######## wb_master_interface ########
==> config.mk <==
export PLATFORM = sky130hd
export DESIGN_NAME = wb_master_interface
export DESIGN_NICKNAME = d
export VERILOG_FILES = /design/src/rtl/wb_master_interface_pkg.sv /design/src/rtl/wb_timeout_counter.sv /design/src/rtl/wb_master_interface.sv
export SDC_FILE = /design/constraint.sdc
export NUM_CORES = 1
export LEC_CHECK = 0
export ABC_AREA = 0
export CAP_MARGIN = 40
export CORE_ASPECT_RATIO = 1.1
export CORE_MARGIN = 3
export CORE_UTILIZATION = 40
export CTS_CLUSTER_SIZE = 30
export DETAILED_ROUTE_END_ITERATION = 6
export PLACE_DENSITY = 0.77
export SYNTH_ARGS = -nofsm -noshare
export SYNTH_HDL_FRONTEND = slang
export SYNTH_SLANG_ARGS = --single-unit
==> constraint.sdc <==
create_clock -name wb_clk_i -period 3.42 [get_ports wb_clk_i]
set_input_delay 0.684 -clock wb_clk_i [delete_from_list [all_inputs] [get_ports wb_clk_i]]
set_output_delay 0.684 -clock wb_clk_i [all_outputs]
set_load 0.1 [all_outputs]
==> src/rtl/wb_master_interface_pkg.sv <==
// Shared Wishbone definitions: the 2-bit transfer state encoding, the data word
// reported on a failed access, and the timeout counter width. Slave-side
// interfaces import this package as well.
package wb_master_interface_pkg;

  typedef enum logic [1:0] {
    StIdle    = 2'b00,
    StRequest = 2'b01,
    StWaitAck = 2'b10,
    StFinish  = 2'b11
  } wb_state_e;

  // Read data returned on bus error or timeout.
  localparam logic [31:0] WbErrorData = 32'hFFFF_FFFF;

  // Wide enough for any timeout limit in 1..255.
  localparam int unsigned TimeoutWidth = 8;

endpackage

==> src/rtl/wb_timeout_counter.sv <==
// Timeout counter for one Wishbone transfer.
// Ports:
//   i_clk     - clock
//   i_rst     - asynchronous active-high reset, clears the count
//   i_clear   - synchronous clear, has priority over i_enable
//   i_enable  - count one cycle
//   i_limit   - number of enabled cycles allowed
//   o_expired - high in the enabled cycle whose increment makes the count reach i_limit
module wb_timeout_counter #(
  parameter int unsigned WIDTH = 8
) (
  input  logic             i_clk,
  input  logic             i_rst,
  input  logic             i_clear,
  input  logic             i_enable,
  input  logic [WIDTH-1:0] i_limit,
  output logic             o_expired
);

  logic [WIDTH-1:0] r_count;
  logic [WIDTH:0]   w_count_inc;

  // One bit wider so a limit at the top of the range never wraps.
  assign w_count_inc = {1'b0, r_count} + {{WIDTH{1'b0}}, 1'b1};

  // Flags the edge at which the count reaches the limit, so the owner leaves
  // after exactly i_limit enabled cycles.
  assign o_expired = i_enable && (w_count_inc >= {1'b0, i_limit});

  always_ff @(posedge i_clk or posedge i_rst) begin
    if (i_rst) begin
      r_count <= '0;
    end else if (i_clear) begin
      r_count <= '0;
    end else if (i_enable) begin
      r_count <= w_count_inc[WIDTH-1:0];
    end
  end

endmodule

==> src/rtl/wb_master_interface.sv <==
// Single-transfer, pipelined-mode Wishbone master bridging a simple core memory
// port onto the bus.
// Ports:
//   wb_clk_i, wb_rst_i        - clock, asynchronous active-high reset
//   mem_enable                - core request, held until mem_busy is low
//   mem_writeEnable           - 1 = write, 0 = read
//   mem_byteSelect            - byte lanes
//   mem_address               - byte address
//   mem_dataWrite             - write data
//   mem_dataRead, mem_error   - result, valid in the cycle mem_busy drops
//   mem_busy                  - access in progress (combinational)
//   wb_cyc_o .. wb_data_o     - Wishbone request outputs
//   wb_ack_i .. wb_data_i     - Wishbone response inputs
module wb_master_interface #(
  parameter int unsigned ADDRESS_WIDTH  = 28,
  parameter int unsigned TIMEOUT_CYCLES = 255
) (
  input  logic                     wb_clk_i,
  input  logic                     wb_rst_i,
  input  logic                     mem_enable,
  input  logic                     mem_writeEnable,
  input  logic [3:0]               mem_byteSelect,
  input  logic [ADDRESS_WIDTH-1:0] mem_address,
  input  logic [31:0]              mem_dataWrite,
  output logic [31:0]              mem_dataRead,
  output logic                     mem_busy,
  output logic                     mem_error,
  output logic                     wb_cyc_o,
  output logic                     wb_stb_o,
  output logic                     wb_we_o,
  output logic [3:0]               wb_sel_o,
  output logic [ADDRESS_WIDTH-1:0] wb_adr_o,
  output logic [31:0]              wb_data_o,
  input  logic                     wb_ack_i,
  input  logic                     wb_stall_i,
  input  logic                     wb_error_i,
  input  logic [31:0]              wb_data_i
);

  import wb_master_interface_pkg::*;

  localparam logic [TimeoutWidth-1:0] TimeoutLimit = TimeoutWidth'(TIMEOUT_CYCLES);

  wb_state_e                r_state;
  wb_state_e                w_state_d;

  logic [ADDRESS_WIDTH-1:0] r_adr;
  logic [3:0]               r_sel;
  logic [31:0]              r_dat;
  logic                     r_we;
  logic [31:0]              r_data_read;
  logic                     r_error;

  logic                     w_load;
  logic                     w_cnt_clear;
  logic                     w_cnt_enable;
  logic                     w_expired;
  logic                     w_done_ack;
  logic                     w_done_err;

  wb_timeout_counter #(
    .WIDTH (TimeoutWidth)
  ) u_timeout (
    .i_clk     (wb_clk_i),
    .i_rst     (wb_rst_i),
    .i_clear   (w_cnt_clear),
    .i_enable  (w_cnt_enable),
    .i_limit   (TimeoutLimit),
    .o_expired (w_expired)
  );

  // Next state and completion decode.
  always_comb begin
    w_state_d    = r_state;
    w_load       = 1'b0;
    w_cnt_clear  = 1'b0;
    w_cnt_enable = 1'b0;
    w_done_ack   = 1'b0;
    w_done_err   = 1'b0;
    case (r_state)
      StIdle: begin
        if (mem_enable) begin
          w_load      = 1'b1;
          w_cnt_clear = 1'b1;
          w_state_d   = StRequest;
        end
      end
      StRequest: begin
        w_cnt_enable = 1'b1;
        // A response is only meaningful once the strobe has been accepted.
        // A real response in the last allowed cycle beats the timeout.
        if (!wb_stall_i && (wb_error_i || wb_ack_i)) begin
          w_done_err = wb_error_i;
          w_done_ack = !wb_error_i;
          w_state_d  = StFinish;
        end else if (w_expired) begin
          w_done_err = 1'b1;
          w_state_d  = StFinish;
        end else if (!wb_stall_i) begin
          w_state_d = StWaitAck;
        end
      end
      StWaitAck: begin
        w_cnt_enable = 1'b1;
        if (wb_error_i || wb_ack_i) begin
          w_done_err = wb_error_i;
          w_done_ack = !wb_error_i;
          w_state_d  = StFinish;
        end else if (w_expired) begin
          w_done_err = 1'b1;
          w_state_d  = StFinish;
        end
      end
      StFinish: begin
        w_state_d = StIdle;
      end
      default: begin
        w_state_d = StIdle;
      end
    endcase
  end

  always_ff @(posedge wb_clk_i or posedge wb_rst_i) begin
    if (wb_rst_i) begin
      r_state <= StIdle;
    end else begin
      r_state <= w_state_d;
    end
  end

  // Request fields are captured once so they stay stable through stalls.
  always_ff @(posedge wb_clk_i or posedge wb_rst_i) begin
    if (wb_rst_i) begin
      r_adr <= '0;
      r_sel <= '0;
      r_dat <= '0;
      r_we  <= 1'b0;
    end else if (w_load) begin
      r_adr <= mem_address;
      r_sel <= mem_byteSelect;
      r_dat <= mem_dataWrite;
      r_we  <= mem_writeEnable;
    end
  end

  always_ff @(posedge wb_clk_i or posedge wb_rst_i) begin
    if (wb_rst_i) begin
      r_data_read <= WbErrorData;
      r_error     <= 1'b0;
    end else if (w_done_err) begin
      r_data_read <= WbErrorData;
      r_error     <= 1'b1;
    end else if (w_done_ack) begin
      r_data_read <= r_we ? 32'h0 : wb_data_i;
      r_error     <= 1'b0;
    end
  end

  // Bus outputs decode straight from state, so reset drops the cycle at once.
  always_comb begin
    wb_cyc_o  = 1'b0;
    wb_stb_o  = 1'b0;
    wb_we_o   = 1'b0;
    wb_sel_o  = '0;
    wb_adr_o  = '0;
    wb_data_o = '0;
    case (r_state)
      StRequest: begin
        wb_cyc_o  = 1'b1;
        wb_stb_o  = 1'b1;
        wb_we_o   = r_we;
        wb_sel_o  = r_sel;
        wb_adr_o  = r_adr;
        wb_data_o = r_dat;
      end
      StWaitAck: begin
        wb_cyc_o  = 1'b1;
        wb_we_o   = r_we;
        wb_sel_o  = r_sel;
        wb_adr_o  = r_adr;
        wb_data_o = r_dat;
      end
      default: begin
      end
    endcase
  end

  assign mem_busy     = (r_state == StRequest) || (r_state == StWaitAck) ||
                        ((r_state == StIdle) && mem_enable);
  assign mem_dataRead = r_data_read;
  assign mem_error    = r_error;

endmodule

######## irst_fetch_ctrl_flat ########
**src/rtl/irst_fetch_ctrl_pkg.sv**
```systemverilog
// Purpose: shared IRST state encodings, LFSR constants and trigger decode for the fetch controller.
// Latency: n/a (types, constants and a combinational helper only).
// Backpressure: n/a.
package irst_fetch_ctrl_pkg;

    localparam int DEF_PC_WIDTH = 8;

    // Galois feedback mask for the 16-bit self-test LFSR.
    localparam logic [15:0] LFSR_TAPS = 16'hB400;

    typedef enum logic [1:0] {
        ST_IDLE    = 2'd0,
        ST_FETCH   = 2'd1,
        ST_MISSION = 2'd2,
        ST_DONE    = 2'd3
    } irst_state_t;

    // MISSION exit decision: more LFSR bits ANDed together means a rarer exit.
    function automatic logic prob_trigger(input logic [1:0] prob, input logic [2:0] rnd);
        logic hit;
        case (prob)
            2'b00:   hit = 1'b1;
            2'b01:   hit = rnd[0];
            2'b10:   hit = rnd[0] & rnd[1];
            default: hit = &rnd;
        endcase
        return hit;
    endfunction

endpackage

```
**src/rtl/irst_fetch_ctrl_if.sv**
```systemverilog
// Purpose: bundles configuration, fetch controls and IMEM-side outputs of the fetch controller.
// Latency: n/a (wires only).
// Backpressure: none; fetch_en is the only throttle, sampled every clock.
// Ports: master drives cfg_*/fetch controls and observes pc/write_en/status; slave is the controller.
interface irst_fetch_ctrl_if #(
    parameter int PC_WIDTH  = 8,
    parameter int OFF_WIDTH = 6,
    parameter int CNT_WIDTH = 6
);
    logic                 cfg_start;
    logic [PC_WIDTH-2:0]  cfg_limit;
    logic [CNT_WIDTH-1:0] cfg_rounds;
    logic [1:0]           cfg_prob;
    logic                 instruction_fetch_en;
    logic                 branch_taken;
    logic [OFF_WIDTH-1:0] branch_offset_imm;
    logic [PC_WIDTH-1:0]  pc;
    logic                 write_en;
    logic                 irst_busy;
    logic                 irst_done;
    logic [CNT_WIDTH-1:0] round_cnt;

    modport master (
        output cfg_start, cfg_limit, cfg_rounds, cfg_prob,
        output instruction_fetch_en, branch_taken, branch_offset_imm,
        input  pc, write_en, irst_busy, irst_done, round_cnt
    );

    modport slave (
        input  cfg_start, cfg_limit, cfg_rounds, cfg_prob,
        input  instruction_fetch_en, branch_taken, branch_offset_imm,
        output pc, write_en, irst_busy, irst_done, round_cnt
    );
endinterface

```
**src/rtl/irst_fetch_ctrl_lfsr.sv**
```systemverilog
// Purpose: 16-bit Galois LFSR supplying pseudo-random bits for MISSION exit decisions.
// Latency: state updates one clock after shift_en/load; load wins over shift.
// Backpressure: none; holds its value whenever shift_en and load are both low.
// Ports: clk, rst_n (async, active low), shift_en, load (reload SEED), state (current value).
module irst_fetch_ctrl_lfsr
    import irst_fetch_ctrl_pkg::*;
#(
    parameter logic [15:0] SEED = 16'hACE1
) (
    input  logic        clk,
    input  logic        rst_n,
    input  logic        shift_en,
    input  logic        load,
    output logic [15:0] state
);

    always_ff @(posedge clk or negedge rst_n) begin
        if (!rst_n) begin
            state <= SEED;
        end else if (load) begin
            state <= SEED;
        end else if (shift_en) begin
            state <= {1'b0, state[15:1]} ^ (state[0] ? LFSR_TAPS : 16'h0000);
        end
    end

endmodule

```
**src/rtl/irst_fetch_ctrl.sv**
```systemverilog
// Purpose: IF-stage PC generator with an in-run self-test sequencer that sweeps IMEM in FETCH/MISSION passes.
// Latency: pc/write_en/status are combinational on registered state; inputs take effect at the next edge.
// Backpressure: instruction_fetch_en low freezes pc_reg; cfg_start low aborts a test run at the next edge.
// Ports: clk, rst_n (async, active low), bus (slave side of irst_fetch_ctrl_if).
module irst_fetch_ctrl
    import irst_fetch_ctrl_pkg::*;
#(
    parameter int          PC_WIDTH  = DEF_PC_WIDTH,
    parameter int          OFF_WIDTH = 6,
    parameter int          CNT_WIDTH = 6,
    parameter logic [15:0] LFSR_SEED = 16'hACE1
) (
    input  logic               clk,
    input  logic               rst_n,
    irst_fetch_ctrl_if.slave   bus
);

    irst_state_t          state;
    logic [PC_WIDTH-1:0]  pc_reg;
    logic [PC_WIDTH-1:0]  next_pc;
    logic [PC_WIDTH-1:0]  offset_ext;
    logic [CNT_WIDTH-1:0] round_cnt;
    logic [CNT_WIDTH-1:0] round_inc;
    logic [15:0]          lfsr;
    logic                 busy_st;
    logic                 toggle;
    logic                 trigger;
    logic                 lfsr_load;
    logic                 lfsr_unused;

    assign busy_st = (state == ST_FETCH) || (state == ST_MISSION);

    // Sign-extending cast keeps the offset two's complement at any PC width.
    assign offset_ext = PC_WIDTH'($signed(bus.branch_offset_imm));

    always_comb begin
        next_pc = pc_reg;
        if (bus.instruction_fetch_en) begin
            if (bus.branch_taken) begin
                next_pc = pc_reg + offset_ext;
            end else begin
                next_pc = pc_reg + PC_WIDTH'(1);
            end
        end
    end

    // A sweep ends when the address about to be fetched leaves the configured low window.
    assign toggle  = busy_st && (next_pc > {1'b0, bus.cfg_limit});
    assign trigger = prob_trigger(bus.cfg_prob, lfsr[2:0]);

    // Saturating increment; the FSM compare can never pass at all-ones anyway.
    assign round_inc = (round_cnt == '1) ? round_cnt : round_cnt + CNT_WIDTH'(1);

    assign lfsr_load   = (state == ST_IDLE) && bus.cfg_start;
    assign lfsr_unused = ^lfsr[15:3];

    irst_fetch_ctrl_lfsr #(
        .SEED (LFSR_SEED)
    ) u_lfsr (
        .clk      (clk),
        .rst_n    (rst_n),
        .shift_en (busy_st),
        .load     (lfsr_load),
        .state    (lfsr)
    );

    always_ff @(posedge clk or negedge rst_n) begin
        if (!rst_n) begin
            state     <= ST_IDLE;
            pc_reg    <= '0;
            round_cnt <= '0;
        end else begin
            case (state)
                ST_IDLE: begin
                    pc_reg <= next_pc;
                    if (bus.cfg_start) begin
                        state     <= ST_FETCH;
                        round_cnt <= '0;
                    end
                end
                ST_FETCH: begin
                    if (!bus.cfg_start) begin
                        state  <= ST_IDLE;
                        pc_reg <= '0;
                    end else if (toggle) begin
                        pc_reg <= '0;
                        if (round_cnt < bus.cfg_rounds) begin
                            state     <= ST_MISSION;
                            round_cnt <= round_inc;
                        end else begin
                            state <= ST_DONE;
                        end
                    end else begin
                        pc_reg <= next_pc;
                    end
                end
                ST_MISSION: begin
                    if (!bus.cfg_start) begin
                        state  <= ST_IDLE;
                        pc_reg <= '0;
                    end else if (toggle) begin
                        // Without a trigger the mission sweep simply restarts from 0.
                        pc_reg <= '0;
                        if (trigger) begin
                            state <= ST_FETCH;
                        end
                    end else begin
                        pc_reg <= next_pc;
                    end
                end
                ST_DONE: begin
                    pc_reg <= next_pc;
                    if (!bus.cfg_start) begin
                        state     <= ST_IDLE;
                        round_cnt <= '0;
                    end
                end
                default: begin
                    state <= ST_IDLE;
                end
            endcase
        end
    end

    // During a run the MSB selects the mission half; the low bits come straight from pc_reg.
    assign bus.pc        = busy_st ? {(state == ST_MISSION), pc_reg[PC_WIDTH-2:0]} : pc_reg;
    assign bus.write_en  = (state == ST_MISSION);
    assign bus.irst_busy = busy_st;
    assign bus.irst_done = (state == ST_DONE);
    assign bus.round_cnt = round_cnt;

endmodule

```
**src/flat_wrapper.sv**
```systemverilog
// flat-port wrapper written by rule: the top's interface ports become plain ports
module irst_fetch_ctrl_flat import irst_fetch_ctrl_pkg::*;
#(
    parameter int          PC_WIDTH  = DEF_PC_WIDTH,
    parameter int          OFF_WIDTH = 6,
    parameter int          CNT_WIDTH = 6,
    parameter logic [15:0] LFSR_SEED = 16'hACE1
)
  (clk, rst_n, bus_cfg_start, bus_cfg_limit, bus_cfg_rounds, bus_cfg_prob, bus_instruction_fetch_en, bus_branch_taken, bus_branch_offset_imm, bus_pc, bus_write_en, bus_irst_busy, bus_irst_done, bus_round_cnt);
  irst_fetch_ctrl_if #(.PC_WIDTH(PC_WIDTH), .OFF_WIDTH(OFF_WIDTH), .CNT_WIDTH(CNT_WIDTH)) bus_i ();
  input  logic clk;
  input  logic rst_n;
  input wire logic [$bits(bus_i.cfg_start)-1:0] bus_cfg_start;
  input wire logic [$bits(bus_i.cfg_limit)-1:0] bus_cfg_limit;
  input wire logic [$bits(bus_i.cfg_rounds)-1:0] bus_cfg_rounds;
  input wire logic [$bits(bus_i.cfg_prob)-1:0] bus_cfg_prob;
  input wire logic [$bits(bus_i.instruction_fetch_en)-1:0] bus_instruction_fetch_en;
  input wire logic [$bits(bus_i.branch_taken)-1:0] bus_branch_taken;
  input wire logic [$bits(bus_i.branch_offset_imm)-1:0] bus_branch_offset_imm;
  output wire logic [$bits(bus_i.pc)-1:0] bus_pc;
  output wire logic [$bits(bus_i.write_en)-1:0] bus_write_en;
  output wire logic [$bits(bus_i.irst_busy)-1:0] bus_irst_busy;
  output wire logic [$bits(bus_i.irst_done)-1:0] bus_irst_done;
  output wire logic [$bits(bus_i.round_cnt)-1:0] bus_round_cnt;
  assign bus_i.cfg_start = bus_cfg_start;
  assign bus_i.cfg_limit = bus_cfg_limit;
  assign bus_i.cfg_rounds = bus_cfg_rounds;
  assign bus_i.cfg_prob = bus_cfg_prob;
  assign bus_i.instruction_fetch_en = bus_instruction_fetch_en;
  assign bus_i.branch_taken = bus_branch_taken;
  assign bus_i.branch_offset_imm = bus_branch_offset_imm;
  assign bus_pc = bus_i.pc;
  assign bus_write_en = bus_i.write_en;
  assign bus_irst_busy = bus_i.irst_busy;
  assign bus_irst_done = bus_i.irst_done;
  assign bus_round_cnt = bus_i.round_cnt;
  irst_fetch_ctrl #(.PC_WIDTH(PC_WIDTH), .OFF_WIDTH(OFF_WIDTH), .CNT_WIDTH(CNT_WIDTH), .LFSR_SEED(LFSR_SEED)) u_core (.clk(clk), .rst_n(rst_n), .bus(bus_i));
endmodule
```
**config.mk**
```make
export PLATFORM = sky130hd
export DESIGN_NAME = irst_fetch_ctrl_flat
export DESIGN_NICKNAME = d
export VERILOG_FILES = /design/src/rtl/irst_fetch_ctrl_pkg.sv /design/src/rtl/irst_fetch_ctrl_if.sv /design/src/rtl/irst_fetch_ctrl_lfsr.sv /design/src/rtl/irst_fetch_ctrl.sv /design/src/flat_wrapper.sv
export SDC_FILE = /design/constraint.sdc
export NUM_CORES = 1
export LEC_CHECK = 0
export ABC_AREA = 1
export CAP_MARGIN = 10
export CELL_PAD_IN_SITES_DETAIL_PLACEMENT = 0
export CELL_PAD_IN_SITES_GLOBAL_PLACEMENT = 2
export CORE_ASPECT_RATIO = 1.25
export CORE_UTILIZATION = 32
export CTS_CLUSTER_DIAMETER = 80
export DETAILED_ROUTE_END_ITERATION = 6
export MAX_ROUTING_LAYER = met4
export PLACE_DENSITY = 0.83
export SETUP_SLACK_MARGIN = 0.2
export SLEW_MARGIN = 15
export SYNTH_ARGS = -nofsm -noshare
export SYNTH_HDL_FRONTEND = slang
export SYNTH_SLANG_ARGS = --single-unit
```
**constraint.sdc**
```tcl
create_clock -name clk -period 5.35 [get_ports clk]
set_clock_uncertainty 0.15 [all_clocks]
set_input_delay 1.07 -clock clk [delete_from_list [all_inputs] [get_ports clk]]
set_output_delay 1.07 -clock clk [all_outputs]
set_load 0.02 [all_outputs]
```
######## reg_file_sched ########
`src/rtl/reg_file_sched_pkg.sv`:
```
// Shared types and constants for the register-file scheduler.
// Used by reg_file_sched and rr_arb2.
package reg_file_sched_pkg;

  typedef enum logic [2:0] {
    IDLE    = 3'd0,
    SW_RD_A = 3'd1,
    SW_RD_B = 3'd2,
    SW_WR_A = 3'd3,
    SW_WR_B = 3'd4
  } state_e;

  // Number of cycles swap_busy stays high for one swap (done pulse excluded).
  localparam int SWAP_CYCLES = 4;

endpackage

```
`src/rtl/reg_file_sched_if.sv`:
```
// Arbitration bus between the scheduler FSM (master) and the client arbiter (slave).
// Handshake: gnt is combinational from req and grant_en; a set gnt bit means that client's access happens this cycle.
interface reg_file_sched_if;
  logic [1:0] req;
  logic       grant_en;
  logic [1:0] gnt;

  modport master (output req, output grant_en, input gnt);
  modport slave  (input req, input grant_en, output gnt);
endinterface

```
`src/rtl/rr_arb2.sv`:
```
// Two-client arbiter producing a one-hot grant.
// REG_FILE_SCHED_RR_EN selects round-robin; otherwise c0 has fixed priority.
module rr_arb2 (
`ifdef REG_FILE_SCHED_RR_EN
  input logic clk,
  input logic reset_n,
`endif
  reg_file_sched_if.slave arb
);

`ifdef REG_FILE_SCHED_RR_EN
  // prio_q = 1 means c1 wins a tie; it points away from the last winner.
  logic prio_q;

  always_comb begin
    arb.gnt = 2'b00;
    if (arb.grant_en) begin
      if (arb.req == 2'b11) arb.gnt = prio_q ? 2'b10 : 2'b01;
      else                  arb.gnt = arb.req;
    end
  end

  always_ff @(posedge clk or negedge reset_n) begin
    if (!reset_n)               prio_q <= 1'b0;
    else if (arb.gnt != 2'b00)  prio_q <= arb.gnt[0];
  end
`else
  always_comb begin
    arb.gnt = 2'b00;
    if (arb.grant_en) arb.gnt = arb.req[0] ? 2'b01 : {arb.req[1], 1'b0};
  end
`endif

endmodule

```
`src/rtl/reg_file_sched.sv`:
```
// Register-file access scheduler: two arbitrated clients plus an atomic swap engine.
// Build option: define REG_FILE_SCHED_RR_EN for round-robin client arbitration.
module reg_file_sched
  import reg_file_sched_pkg::*;
#(
  parameter int ADDR_WIDTH = 7,
  parameter int DATA_WIDTH = 8
) (
  input  logic                  clk,
  input  logic                  reset_n,
  input  logic                  c0_valid,
  input  logic                  c0_we,
  input  logic [ADDR_WIDTH-1:0] c0_addr,
  input  logic [DATA_WIDTH-1:0] c0_wdata,
  output logic                  c0_ready,
  output logic                  c0_rvalid,
  input  logic                  c1_valid,
  input  logic                  c1_we,
  input  logic [ADDR_WIDTH-1:0] c1_addr,
  input  logic [DATA_WIDTH-1:0] c1_wdata,
  output logic                  c1_ready,
  output logic                  c1_rvalid,
  output logic [DATA_WIDTH-1:0] rdata,
  input  logic                  swap_start,
  input  logic [ADDR_WIDTH-1:0] swap_addr_a,
  input  logic [ADDR_WIDTH-1:0] swap_addr_b,
  output logic                  swap_busy,
  output logic                  swap_done,
  output logic                  rf_we,
  output logic [ADDR_WIDTH-1:0] rf_addr_w,
  output logic [ADDR_WIDTH-1:0] rf_addr_r,
  output logic [DATA_WIDTH-1:0] rf_data_w,
  input  logic [DATA_WIDTH-1:0] rf_data_r,
  output state_e                state_dbg_o
);

  state_e                state_q;
  logic [ADDR_WIDTH-1:0] addr_a_q, addr_b_q;
  logic [DATA_WIDTH-1:0] tmp_a_q, tmp_b_q, rdata_q;
  logic                  c0_rvalid_q, c1_rvalid_q, swap_done_q;
  logic                  rd0, rd1;

  reg_file_sched_if arb_bus ();

  // The done cycle still belongs to the swap, so clients wait one more cycle.
  assign arb_bus.req      = {c1_valid, c0_valid};
  assign arb_bus.grant_en = reset_n & (state_q == IDLE) & ~swap_start & ~swap_done_q;

  rr_arb2 u_arb (
`ifdef REG_FILE_SCHED_RR_EN
    .clk     (clk),
    .reset_n (reset_n),
`endif
    .arb     (arb_bus.slave)
  );

  assign c0_ready    = arb_bus.gnt[0];
  assign c1_ready    = arb_bus.gnt[1];
  assign rd0         = arb_bus.gnt[0] & ~c0_we;
  assign rd1         = arb_bus.gnt[1] & ~c1_we;
  assign c0_rvalid   = c0_rvalid_q;
  assign c1_rvalid   = c1_rvalid_q;
  assign rdata       = rdata_q;
  assign swap_done   = swap_done_q;
  assign swap_busy   = (state_q != IDLE);
  assign state_dbg_o = state_q;

  always_comb begin
    rf_we     = 1'b0;
    rf_addr_w = '0;
    rf_addr_r = '0;
    rf_data_w = '0;
    case (state_q)
      IDLE: begin
        if (arb_bus.gnt[0]) begin
          rf_we = c0_we; rf_addr_w = c0_addr; rf_addr_r = c0_addr; rf_data_w = c0_wdata;
        end else if (arb_bus.gnt[1]) begin
          rf_we = c1_we; rf_addr_w = c1_addr; rf_addr_r = c1_addr; rf_data_w = c1_wdata;
        end
      end
      SW_RD_A: rf_addr_r = addr_a_q;
      SW_RD_B: rf_addr_r = addr_b_q;
      SW_WR_A: begin rf_we = 1'b1; rf_addr_w = addr_a_q; rf_data_w = tmp_b_q; end
      SW_WR_B: begin rf_we = 1'b1; rf_addr_w = addr_b_q; rf_data_w = tmp_a_q; end
      default: ;
    endcase
    // Reset silences the bus at once, so a swap cut in SW_WR_B never writes B.
    if (!reset_n) begin
      rf_we = 1'b0; rf_addr_w = '0; rf_addr_r = '0; rf_data_w = '0;
    end
  end

  always_ff @(posedge clk or negedge reset_n) begin
    if (!reset_n) begin
      state_q     <= IDLE;
      addr_a_q    <= '0;
      addr_b_q    <= '0;
      tmp_a_q     <= '0;
      tmp_b_q     <= '0;
      rdata_q     <= '0;
      c0_rvalid_q <= 1'b0;
      c1_rvalid_q <= 1'b0;
      swap_done_q <= 1'b0;
    end else begin
      c0_rvalid_q <= rd0;
      c1_rvalid_q <= rd1;
      if (rd0 | rd1) rdata_q <= rf_data_r;
      swap_done_q <= (state_q == SW_WR_B);
      case (state_q)
        IDLE: begin
          if (swap_start) begin
            addr_a_q <= swap_addr_a;
            addr_b_q <= swap_addr_b;
            state_q  <= SW_RD_A;
          end
        end
        SW_RD_A: begin tmp_a_q <= rf_data_r; state_q <= SW_RD_B; end
        SW_RD_B: begin tmp_b_q <= rf_data_r; state_q <= SW_WR_A; end
        SW_WR_A: state_q <= SW_WR_B;
        SW_WR_B: state_q <= IDLE;
        default: state_q <= IDLE;
      endcase
    end
  end

endmodule

```
`config.mk`:
```
export PLATFORM = sky130hd
export DESIGN_NAME = reg_file_sched
export DESIGN_NICKNAME = d
export VERILOG_FILES = /design/src/rtl/reg_file_sched_pkg.sv /design/src/rtl/reg_file_sched_if.sv /design/src/rtl/rr_arb2.sv /design/src/rtl/reg_file_sched.sv
export SDC_FILE = /design/constraint.sdc
export NUM_CORES = 1
export LEC_CHECK = 0
export ABC_AREA = 1
export ABC_CLOCK_PERIOD_IN_PS = 1550
export CAP_MARGIN = 20
export CORE_UTILIZATION = 42
export CTS_BUF_LIST = sky130_fd_sc_hd__clkbuf_8
export DETAILED_ROUTE_END_ITERATION = 8
export PLACE_DENSITY = 0.87
export SLEW_MARGIN = 30
export SYNTH_ARGS = -nofsm -noshare
export SYNTH_HDL_FRONTEND = slang
export SYNTH_SLANG_ARGS = --single-unit
```
`constraint.sdc`:
```
create_clock -name clk -period 1.55 [get_ports clk]
set_clock_uncertainty 0.1 [all_clocks]
set_input_delay 0.155 -clock clk [delete_from_list [all_inputs] [get_ports clk]]
set_output_delay 0.155 -clock clk [all_outputs]
set_load 0.05 [all_outputs]
```
######## rdma_tx_header_inserter ########
File: src/rtl/rdma_tx_header_inserter.sv
// RDMA TX header inserter.
// Prepends one RDMA header beat (opcode, 24-bit PSN, remote address) to each
// payload segment coming from the segmenter, then passes the segment through
// with no added latency. One msg_done pulse is raised per message.
//
// Handshake rule for all three streams (meta, s_axis, m_axis): a transfer
// happens on a rising clk edge where valid and ready are both high; a source
// holds its valid and data stable until that edge, and ready never waits on
// anything but the consumer's own state.
module rdma_tx_header_inserter #(
  parameter int DATA_W        = 64,
  parameter int MAX_SEG_BEATS = 8,
  parameter int ADDR_W        = 32
) (
  input  logic              clk,
  input  logic              rst,
  input  logic [ADDR_W-1:0] meta_dst_addr,
  input  logic [31:0]       meta_length,
  input  logic              meta_valid,
  output logic              meta_ready,
  input  logic [DATA_W-1:0] s_axis_tdata,
  input  logic              s_axis_tvalid,
  output logic              s_axis_tready,
  input  logic              s_axis_tlast,
  output logic [DATA_W-1:0] m_axis_tdata,
  output logic              m_axis_tvalid,
  input  logic              m_axis_tready,
  output logic              m_axis_tlast,
  output logic              m_axis_tuser,
  output logic              msg_done,
  output logic [1:0]        dbg_state
);

  localparam int BEAT_BYTES = DATA_W / 8;
  localparam int SEG_BYTES  = MAX_SEG_BEATS * BEAT_BYTES;

  localparam logic [31:0]       BEAT_BYTES_W = 32'(BEAT_BYTES);
  localparam logic [31:0]       SEG_BYTES_W  = 32'(SEG_BYTES);
  localparam logic [ADDR_W-1:0] ADDR_STEP    = ADDR_W'(BEAT_BYTES);

  localparam logic [7:0] OP_FIRST  = 8'h00;
  localparam logic [7:0] OP_MIDDLE = 8'h01;
  localparam logic [7:0] OP_LAST   = 8'h02;
  localparam logic [7:0] OP_ONLY   = 8'h03;

  typedef enum logic [1:0] {
    S_IDLE    = 2'd0,
    S_HDR     = 2'd1,
    S_PAYLOAD = 2'd2,
    S_DONE    = 2'd3
  } state_t;

  state_t            state_q, state_d;
  logic [ADDR_W-1:0] addr_q, addr_d;
  logic [31:0]       rem_q, rem_d;
  logic              first_q, first_d;
  logic [23:0]       psn_q, psn_d;

  logic [31:0]       addr_lo;
  logic [7:0]        opcode;
  logic [DATA_W-1:0] hdr_word;
  logic [31:0]       rem_dec;

  // Low 32 address bits for the header; narrower addresses are zero-extended.
  generate
    if (ADDR_W >= 32) begin : g_addr_wide
      assign addr_lo = addr_q[31:0];
    end else begin : g_addr_narrow
      assign addr_lo = {{(32 - ADDR_W){1'b0}}, addr_q};
    end
  endgenerate

  // Remaining-byte count after one payload beat, floored at zero so a short
  // final beat cannot wrap the counter.
  assign rem_dec = (rem_q > BEAT_BYTES_W) ? (rem_q - BEAT_BYTES_W) : 32'd0;

  // Opcode from position in the message: does this segment finish it, and is it the first.
  always_comb begin
    opcode = OP_MIDDLE;
    if (rem_q <= SEG_BYTES_W) begin
      opcode = first_q ? OP_ONLY : OP_LAST;
    end else begin
      opcode = first_q ? OP_FIRST : OP_MIDDLE;
    end
  end

  // Header beat layout: opcode[63:56], psn[55:32], addr[31:0], zero above bit 63.
  always_comb begin
    hdr_word        = '0;
    hdr_word[63:56] = opcode;
    hdr_word[55:32] = psn_q;
    hdr_word[31:0]  = addr_lo;
  end

  // Next-state and output decode for the header/payload sequencer.
  always_comb begin
    state_d       = state_q;
    addr_d        = addr_q;
    rem_d         = rem_q;
    first_d       = first_q;
    psn_d         = psn_q;
    meta_ready    = 1'b0;
    s_axis_tready = 1'b0;
    m_axis_tdata  = '0;
    m_axis_tvalid = 1'b0;
    m_axis_tlast  = 1'b0;
    m_axis_tuser  = 1'b0;
    msg_done      = 1'b0;

    unique case (state_q)
      S_IDLE: begin
        // Held low while rst is asserted even though the state is already IDLE.
        meta_ready = !rst;
        if (meta_valid && !rst) begin
          addr_d  = meta_dst_addr;
          rem_d   = meta_length;
          first_d = 1'b1;
          state_d = (meta_length == 32'd0) ? S_DONE : S_HDR;
        end
      end

      S_HDR: begin
        m_axis_tdata  = hdr_word;
        m_axis_tvalid = 1'b1;
        m_axis_tuser  = 1'b1;
        if (m_axis_tready) begin
          psn_d   = psn_q + 24'd1;
          first_d = 1'b0;
          state_d = S_PAYLOAD;
        end
      end

      S_PAYLOAD: begin
        m_axis_tdata  = s_axis_tdata;
        m_axis_tvalid = s_axis_tvalid;
        m_axis_tlast  = s_axis_tlast;
        s_axis_tready = m_axis_tready;
        if (s_axis_tvalid && m_axis_tready) begin
          addr_d = addr_q + ADDR_STEP;
          rem_d  = rem_dec;
          // The segmenter's tlast closes the packet; an early zero count does not.
          if (s_axis_tlast) begin
            state_d = (rem_dec == 32'd0) ? S_DONE : S_HDR;
          end
        end
      end

      S_DONE: begin
        msg_done = 1'b1;
        state_d  = S_IDLE;
      end

      default: begin
        state_d = S_IDLE;
      end
    endcase
  end

  // State and datapath registers; reset drops any in-flight packet.
  always_ff @(posedge clk) begin
    if (rst) begin
      state_q <= S_IDLE;
      addr_q  <= '0;
      rem_q   <= '0;
      first_q <= 1'b0;
      psn_q   <= '0;
    end else begin
      state_q <= state_d;
      addr_q  <= addr_d;
      rem_q   <= rem_d;
      first_q <= first_d;
      psn_q   <= psn_d;
    end
  end

  assign dbg_state = state_q;

endmodule
File: config.mk
export PLATFORM = sky130hd
export DESIGN_NAME = rdma_tx_header_inserter
export DESIGN_NICKNAME = d
export VERILOG_FILES = /design/src/rtl/rdma_tx_header_inserter.sv
export SDC_FILE = /design/constraint.sdc
export NUM_CORES = 1
export LEC_CHECK = 0
export CAP_MARGIN = 20
export CORE_MARGIN = 3
export CORE_UTILIZATION = 52
export CTS_CLUSTER_DIAMETER = 100
export DETAILED_ROUTE_END_ITERATION = 7
export PLACE_DENSITY = 0.88
export SYNTH_ARGS = -nofsm -noshare
export SYNTH_HDL_FRONTEND = slang
export SYNTH_SLANG_ARGS = --single-unit
File: constraint.sdc
create_clock -name clk -period 5.3 [get_ports clk]
set_input_delay 0.53 -clock clk [delete_from_list [all_inputs] [get_ports clk]]
set_output_delay 0.53 -clock clk [all_outputs]
set_load 0.02 [all_outputs]

==> notes/layouts.md <==
Pictures saved along the way, in no particular order.

Signal wires on met1.
The bar under the picture is 20 um long. Supply wires on this layer in gray. Cells faint in the background.
image #1
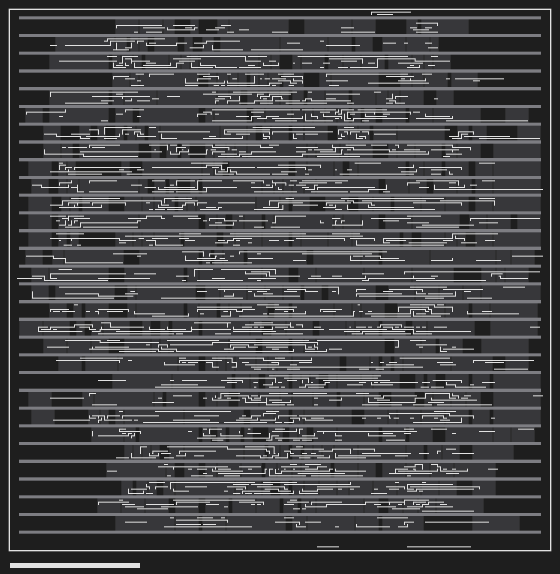
image #2
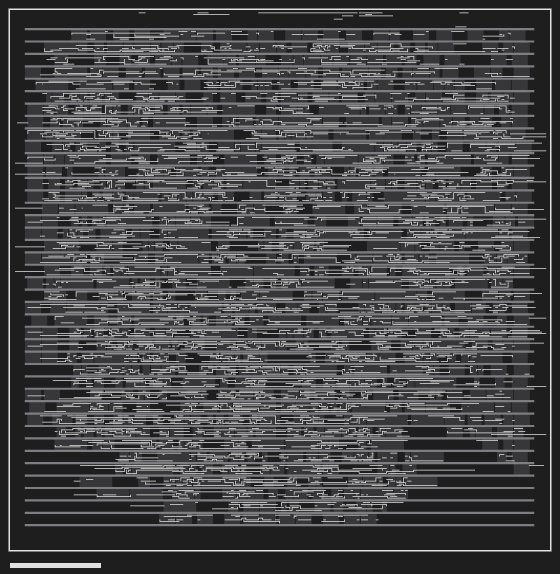
image #3
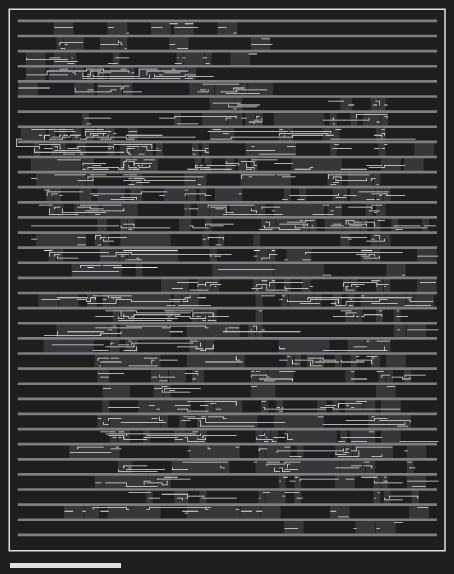
image #4
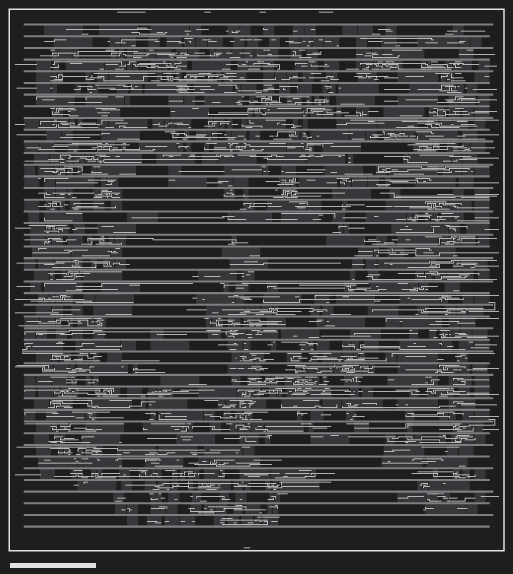
reg_file_sched: image #1
rdma_tx_header_inserter: image #2
wb_master_interface: image #4
irst_fetch_ctrl_flat: image #3

### Cell sizes after repair, irst_fetch_ctrl_flat

The bar under the picture is 20 um long.
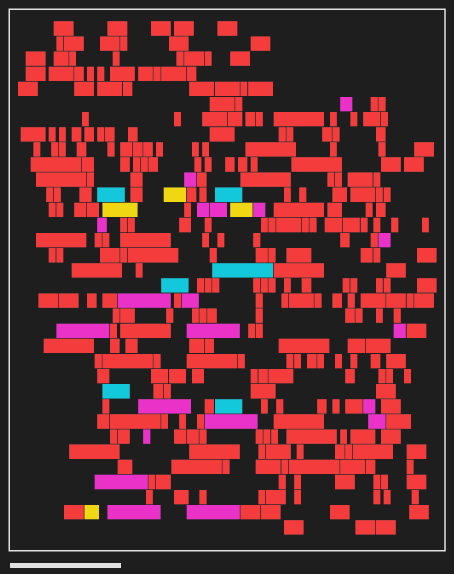
[drive 3 to 4] yellow | cells: 4 | share: 1.2%
[drive 6 and up] cyan | cells: 6 | share: 1.7%
[drive 1 or less] red | cells: 315 | share: 91%
[drive 2] magenta | cells: 20 | share: 5.8%
area overhead of the layout relative to synthesis: 25.53%
Non-CTS buffers: 43
worst setup margin: 1.260 ns

==> reports/metrics.yaml, irst_fetch_ctrl_flat <==
placement:
  post-place-ws_ns: 0.9206
  post_dp_cell_area_mm2: 0.002803
layout:
  layout.cells.non_filler: 435
  n_clock_buffer: 6
  drive_above_1_share_pct: 8.696
  comb_area_mm2: 0.001204
timing:
  layout_worst_path_cycle_share_pct: 76.45
synth:
  netlist.top_cell.by_area: "sky130_fd_sc_hd__dfrtp_1"
  primary_ff_master_synth: "sky130_fd_sc_hd__dfrtp_1"
die:
  chip_area_mm2: 0.007592
  coreArea_mm2: 0.006977
min_path:
  hold_path_startpoint: "u_core.u_lfsr.state[6]"
worst_setup_path:
  worstReg2RegEnd: "u_core.bus.round_cnt[3]"
  timing.reg2reg.worst_path_depth: 20
  crit_required_ns: 5.37
clock_network:
  clk_transition_reported_paths_ns: 0.06
  number_of_hold_buffers_added_after_cts: 0
run_status:
  outcome: "finished, final reports clean"
[irst_fetch_ctrl_flat: critical path, stage by stage]
cell and delay [ns]:
sky130_fd_sc_hd__clkdlybuf4s50_1 0.59, sky130_fd_sc_hd__nand2_1 0.09, sky130_fd_sc_hd__ha_1 0.21, sky130_fd_sc_hd__fa_1 0.41
sky130_fd_sc_hd__nand3_1 0.09, sky130_fd_sc_hd__nand2_1 0.07, sky130_fd_sc_hd__nand2_1 0.08, sky130_fd_sc_hd__nand2_1 0.05
sky130_fd_sc_hd__a21oi_1 0.15, sky130_fd_sc_hd__xnor2_1 0.07, sky130_fd_sc_hd__a21boi_0 0.22, sky130_fd_sc_hd__inv_1 0.08
sky130_fd_sc_hd__ha_1 0.29, sky130_fd_sc_hd__nand2_1 0.06, sky130_fd_sc_hd__nand2_1 0.05, sky130_fd_sc_hd__nand2_1 0.05
sky130_fd_sc_hd__nand2_2 0.08, sky130_fd_sc_hd__nand2_4 0.06, sky130_fd_sc_hd__nand2_4 0.11, sky130_fd_sc_hd__nand3_4 0.10
sky130_fd_sc_hd__nand2_1 0.08, sky130_fd_sc_hd__nand2_1 0.05
### The metal 2 layer, wb_master_interface

The bar under the picture is 20 um long. Cells faint in the background.
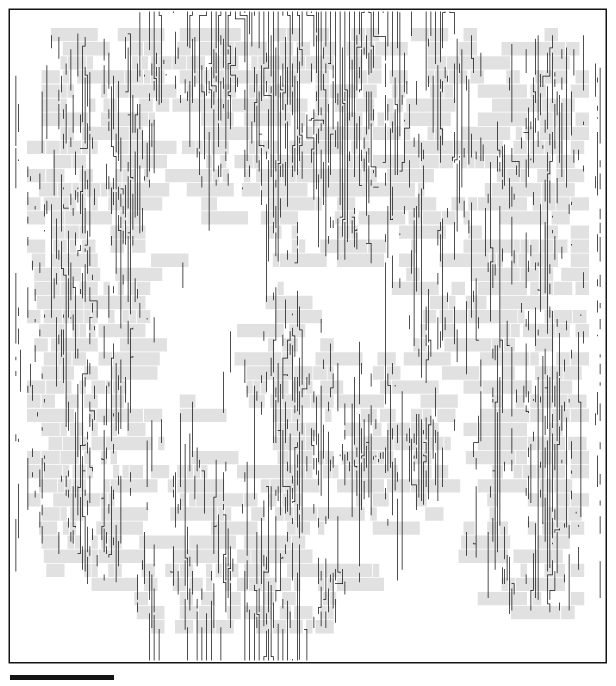
share of all routed wire: 48%
longest straight run: 42.8 um
main direction: vertical
vias post-DR: 4,632
met2 Usage GRT: 30.21%

==> reports/metrics.yaml, wb_master_interface <==
worst_setup_path:
  path_common_cell: "sky130_fd_sc_hd__buf_4"
  timing.rr.start: "r_state[0]"
  path_max_fanout: 42
grt:
  number_of_antenna_violations_at_the_first_check_in_global_routing: 0
  globalRoute.totalOverflow: 0
min_path:
  hold_path_startpoint: "r_dat[31]"
  worstHoldPathCells: 2
synth:
  top_cells_by_area: "sky130_fd_sc_hd__dfrtp_1, sky130_fd_sc_hd__nand2_1, sky130_fd_sc_hd__dfstp_2, sky130_fd_sc_hd__and2_1, sky130_fd_sc_hd__nor3b_1"
  primary_ff_master_synth: "sky130_fd_sc_hd__dfrtp_1"
  yosysCellCount: 599
  synth.ff_latch_count: 108
  chip_area_yosys_mm2: 0.005219
  share_of_async_settable_or_async_resettable_flops_after_synthesis_pct: 100.0
  netlist.top_cell.by_area: "sky130_fd_sc_hd__dfrtp_1"
die:
  dieWidth_um: 114.9
placement:
  gp_congestion: 0.8083
layout:
  drive_above_1_share_pct: 30.11
  layout.filler_cells: 1103
  utilization_pct: 59.13
  n_all_buffers: 213
clock_network:
  cts_tree: "done"
  cts_inserted_buffers: 9
routing:
  wl_met3_um: 911
run_status:
  outcome: "finished, final reports clean"
timing:
  finalHoldViolCount: 0
  setup_ws_ns: 0.2673
==> wb_master_interface: flip-flops by register name (all words and copies together) (netlist names) <==
register	flops
r_we	1
r_dat	32
mem_dataRead	32
r_state	2
r_adr	28
r_sel	4
mem_error	1
u_timeout.r_count	8
==> wb_master_interface: through the flow <==
step | instance area [um2] | instances | hold WS, ns
3_5_place_dp | 7229 | 928 | 0.4549
2_1_floorplan | 5298 | 599 | 0.4373
4_1_cts | 7507 | 944 | 0.4737
5_1_grt | 7507 | 944 | 0.4935
6_report | 7507 | 944 | 0.4699
3_3_place_gp | 7214 | 927 | 0.4492
==> wb_master_interface: cell families after synthesis <==
family | synth area share (%)
flops | 52.55
xor+xnor | 0.8393
fa+ha+maj | 1.438
compound gates | 6.522
buf+inv | 4.388
mux | 0.1918
simple gates | 34.07
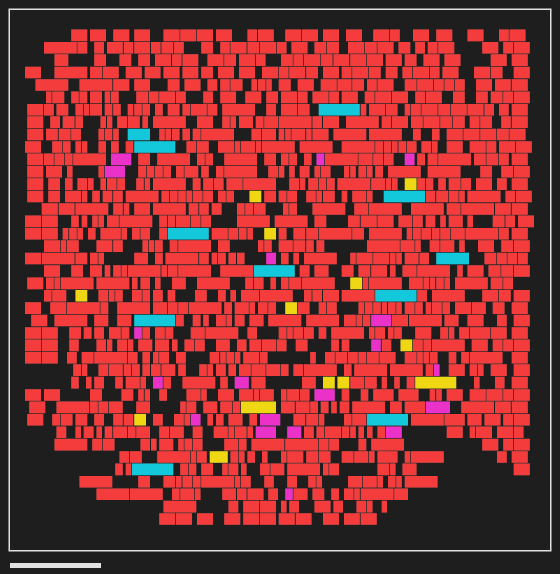
*Cell sizes after repair, rdma_tx_header_inserter*
The bar under the picture is 20 um long.
[drive 2] magenta | cells: 19 | share: 1.8%
[drive 6 and up] cyan | cells: 11 | share: 1.0%
[drive 3 to 4] yellow | cells: 13 | share: 1.2%
[drive 1 or less] red | cells: 1,012 | share: 96%
area overhead of the layout relative to synthesis: 35.46%
cell area after layout: 0.008905 mm2
worst setup margin: 1.603 ns

### Layout detail, rdma_tx_header_inserter

The bar under the picture is 10 um long. Region (39, 16) to (79, 56) um. Cells in gray, sequential cells in the stronger gray; small squares are vias.
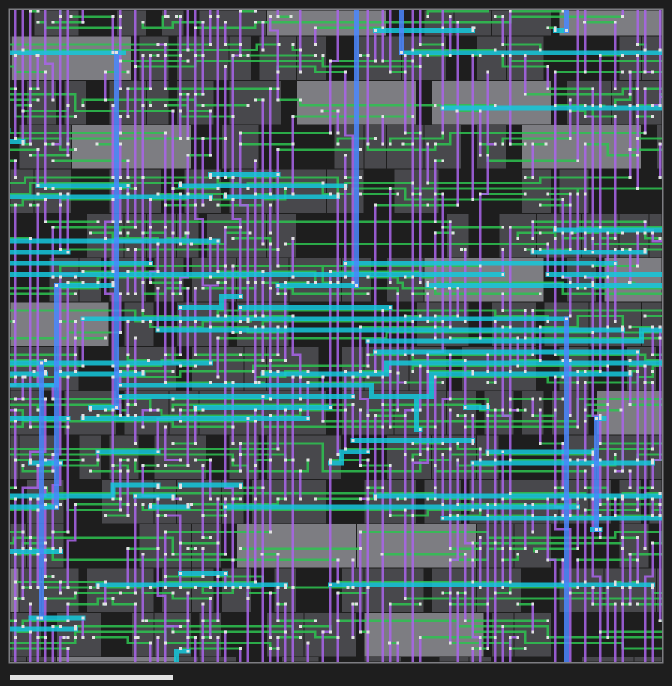
[met2] purple
[met4] blue
[met3] cyan
[met1] green
most frequent: nor2_1 (18), dfxtp_1 (13), a21oi_1 (12)
netlist names of flops here include: rem_q (12), first_q (1)
sequential cells in the window: 13
cells with their middle in the window: 162

==> reports/metrics.yaml, rdma_tx_header_inserter <==
run_status:
  outcome: "finished, final reports clean"
grt:
  grt_util_met3_pct: 6.699
flow_run:
  timing.max_cap.violations: 0
synth:
  yosysWarningCount: 0
  chip_area_yosys_mm2: 0.006574
  synth_cell_type_count: 60
layout:
  layout_top_cell_excl_fill_tap: "sky130_fd_sc_hd__clkdlybuf4s50_1"
  n_all_buffers: 215
  seq_cells: 91
clock_network:
  cts_inserted_buffers: 9
routing:
  ant_nets: 0
  wl_met3_um: 2197
die:
  coreArea_mm2: 0.01216
worst_setup_path:
  startpoint: "dbg_state[0]"
timing:
  setup_viol_count_final: 0
[rdma_tx_header_inserter: logic make-up after synthesis]
family | synth area share, %
DFF | 27.71
xor gates and xnor gates | 3.864
muxes | 0.1523
and+or+nand+nor | 33.59
buffers and inverters | 5.995
adders and majority gates | 1.713
AOI/OAI and AO/OA | 26.97
### Layout detail, reg_file_sched

The bar under the picture is 10 um long. Region (21, 5) to (61, 45) um. Cells in gray, sequential cells in the stronger gray; small squares are vias.
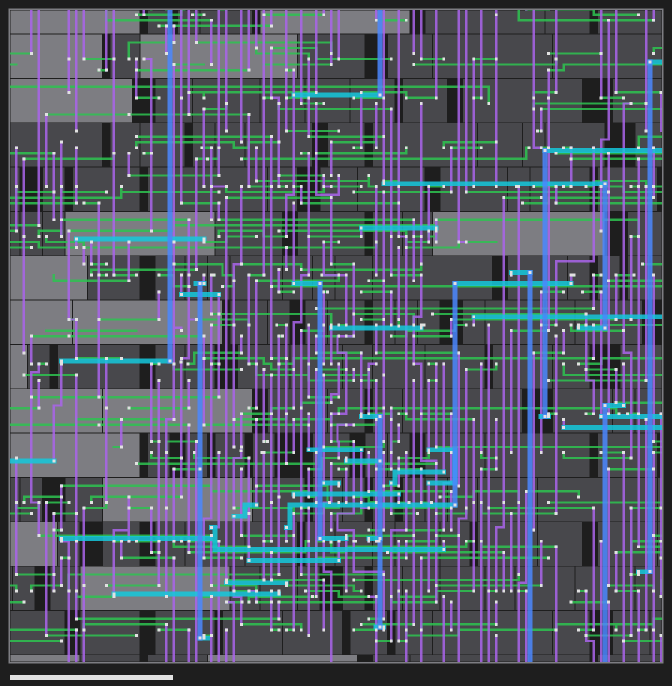
[met3] cyan
[met1] green
[met4] blue
[met2] purple
most frequent: inv_1 (17), nand2_1 (15)
netlist names of flops here include: addr_a_q (6), addr_b_q (3), state_dbg_o (2)
cells with their middle in the window: 159
sequential cells in the window: 14

### The metal 2 layer, reg_file_sched

The bar under the picture is 20 um long. Cells faint in the background.
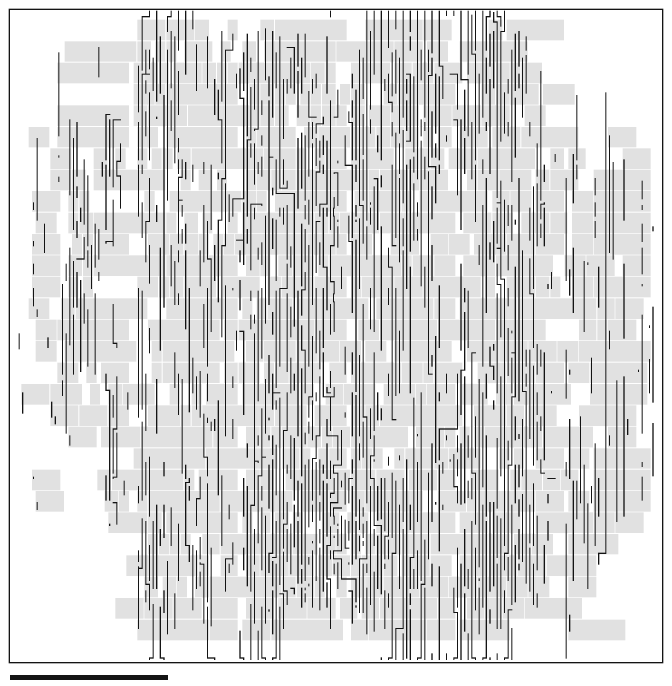
main direction: vertical
share of all routed wire: 52%
longest straight run: 58.4 um
Detailed Route WL: 9584 um
vias post-DR: 3,155
met2 Usage GRT: 43.52%

==> reports/metrics.yaml, reg_file_sched <==
routing:
  drcViolationCount: 0
layout:
  layout_top_cell_excl_fill_tap: "sky130_fd_sc_hd__nand2_1"
  layout.cells.non_filler: 588
  regArea_mm2: 0.001107
  largest_class: "non-clock buffers"
  comb_area_share_pct: 32.15
timing:
  setup_tns_ns: -18.49
  setup_viol_count_final: 50
  setup_ws_ns: -0.6245
placement:
  portBuffers: 98
clock_network:
  number_of_hold_buffers_added_after_cts: 1
  root_buffer: "sky130_fd_sc_hd__clkbuf_8"
  worstSkewPairLatency_ns: 0.30
min_path:
  worst_hold_path_type: "in -> async"
worst_setup_path:
  slowest_delay_ns: 0.52
  instance_count_on_the_critical_path: 10
die:
  vertical_die_size_um: 82.79
run_status:
  outcome: "finished, violations left"
  failed_checks: "setup timing"
## reg_file_sched: registers in the layout, summed over array words and instances, names as in the netlist
signal,cells
addr_a_q,7
c0_rvalid,1
tmp_a_q,8
tmp_b_q,8
c1_rvalid,1
rdata,8
addr_b_q,7
state_dbg_o,3
swap_done,1
## reg_file_sched: kinds of logic (layout without fill, tap and decap cells)
kind of cell,count (synthesis),in the layout,synth area share (%)
buffers and inverters,98,225,15.88
AND-OR/OR-AND,38,38,6.937
flip-flops,44,44,40.16
AND/OR/NAND/NOR,203,204,37.01
## reg_file_sched: metal layers
layer	part of all wire, %	wire length [um]
met5	0	0
met1	40	3790
met2	52	4940
met4	3.7	358
met3	5.2	495


## Gallery

Congestion heat map.
picture 1
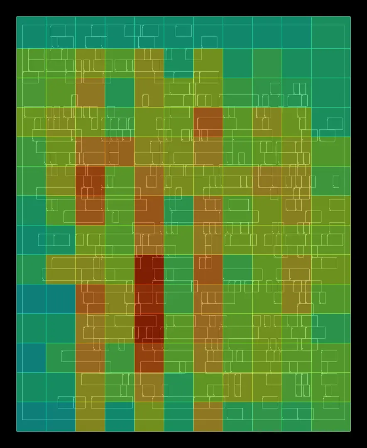
picture 2
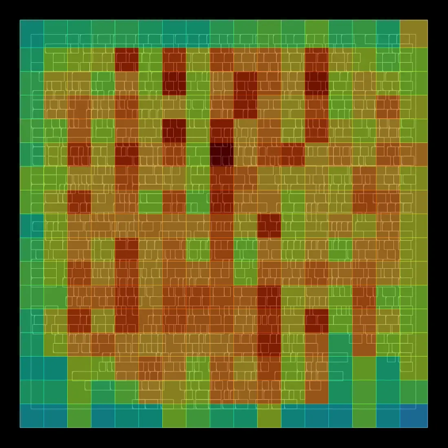
picture 3
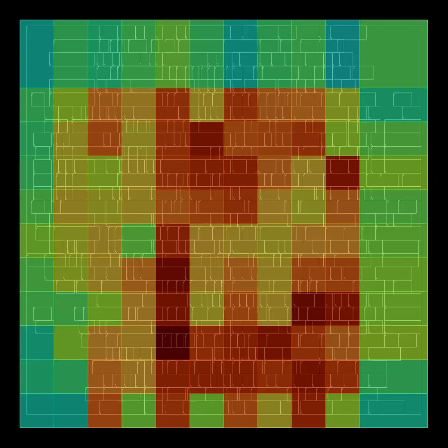
picture 4
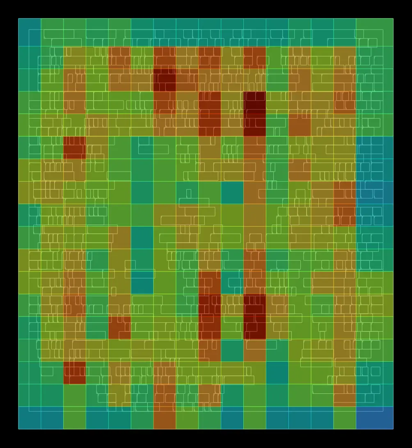
| from | picture |
|---|---|
| wb_master_interface | picture 4 |
| irst_fetch_ctrl_flat | picture 1 |
| rdma_tx_header_inserter | picture 2 |
| reg_file_sched | picture 3 |
- lowest utilization: picture 1
- least wire per cell: picture 1

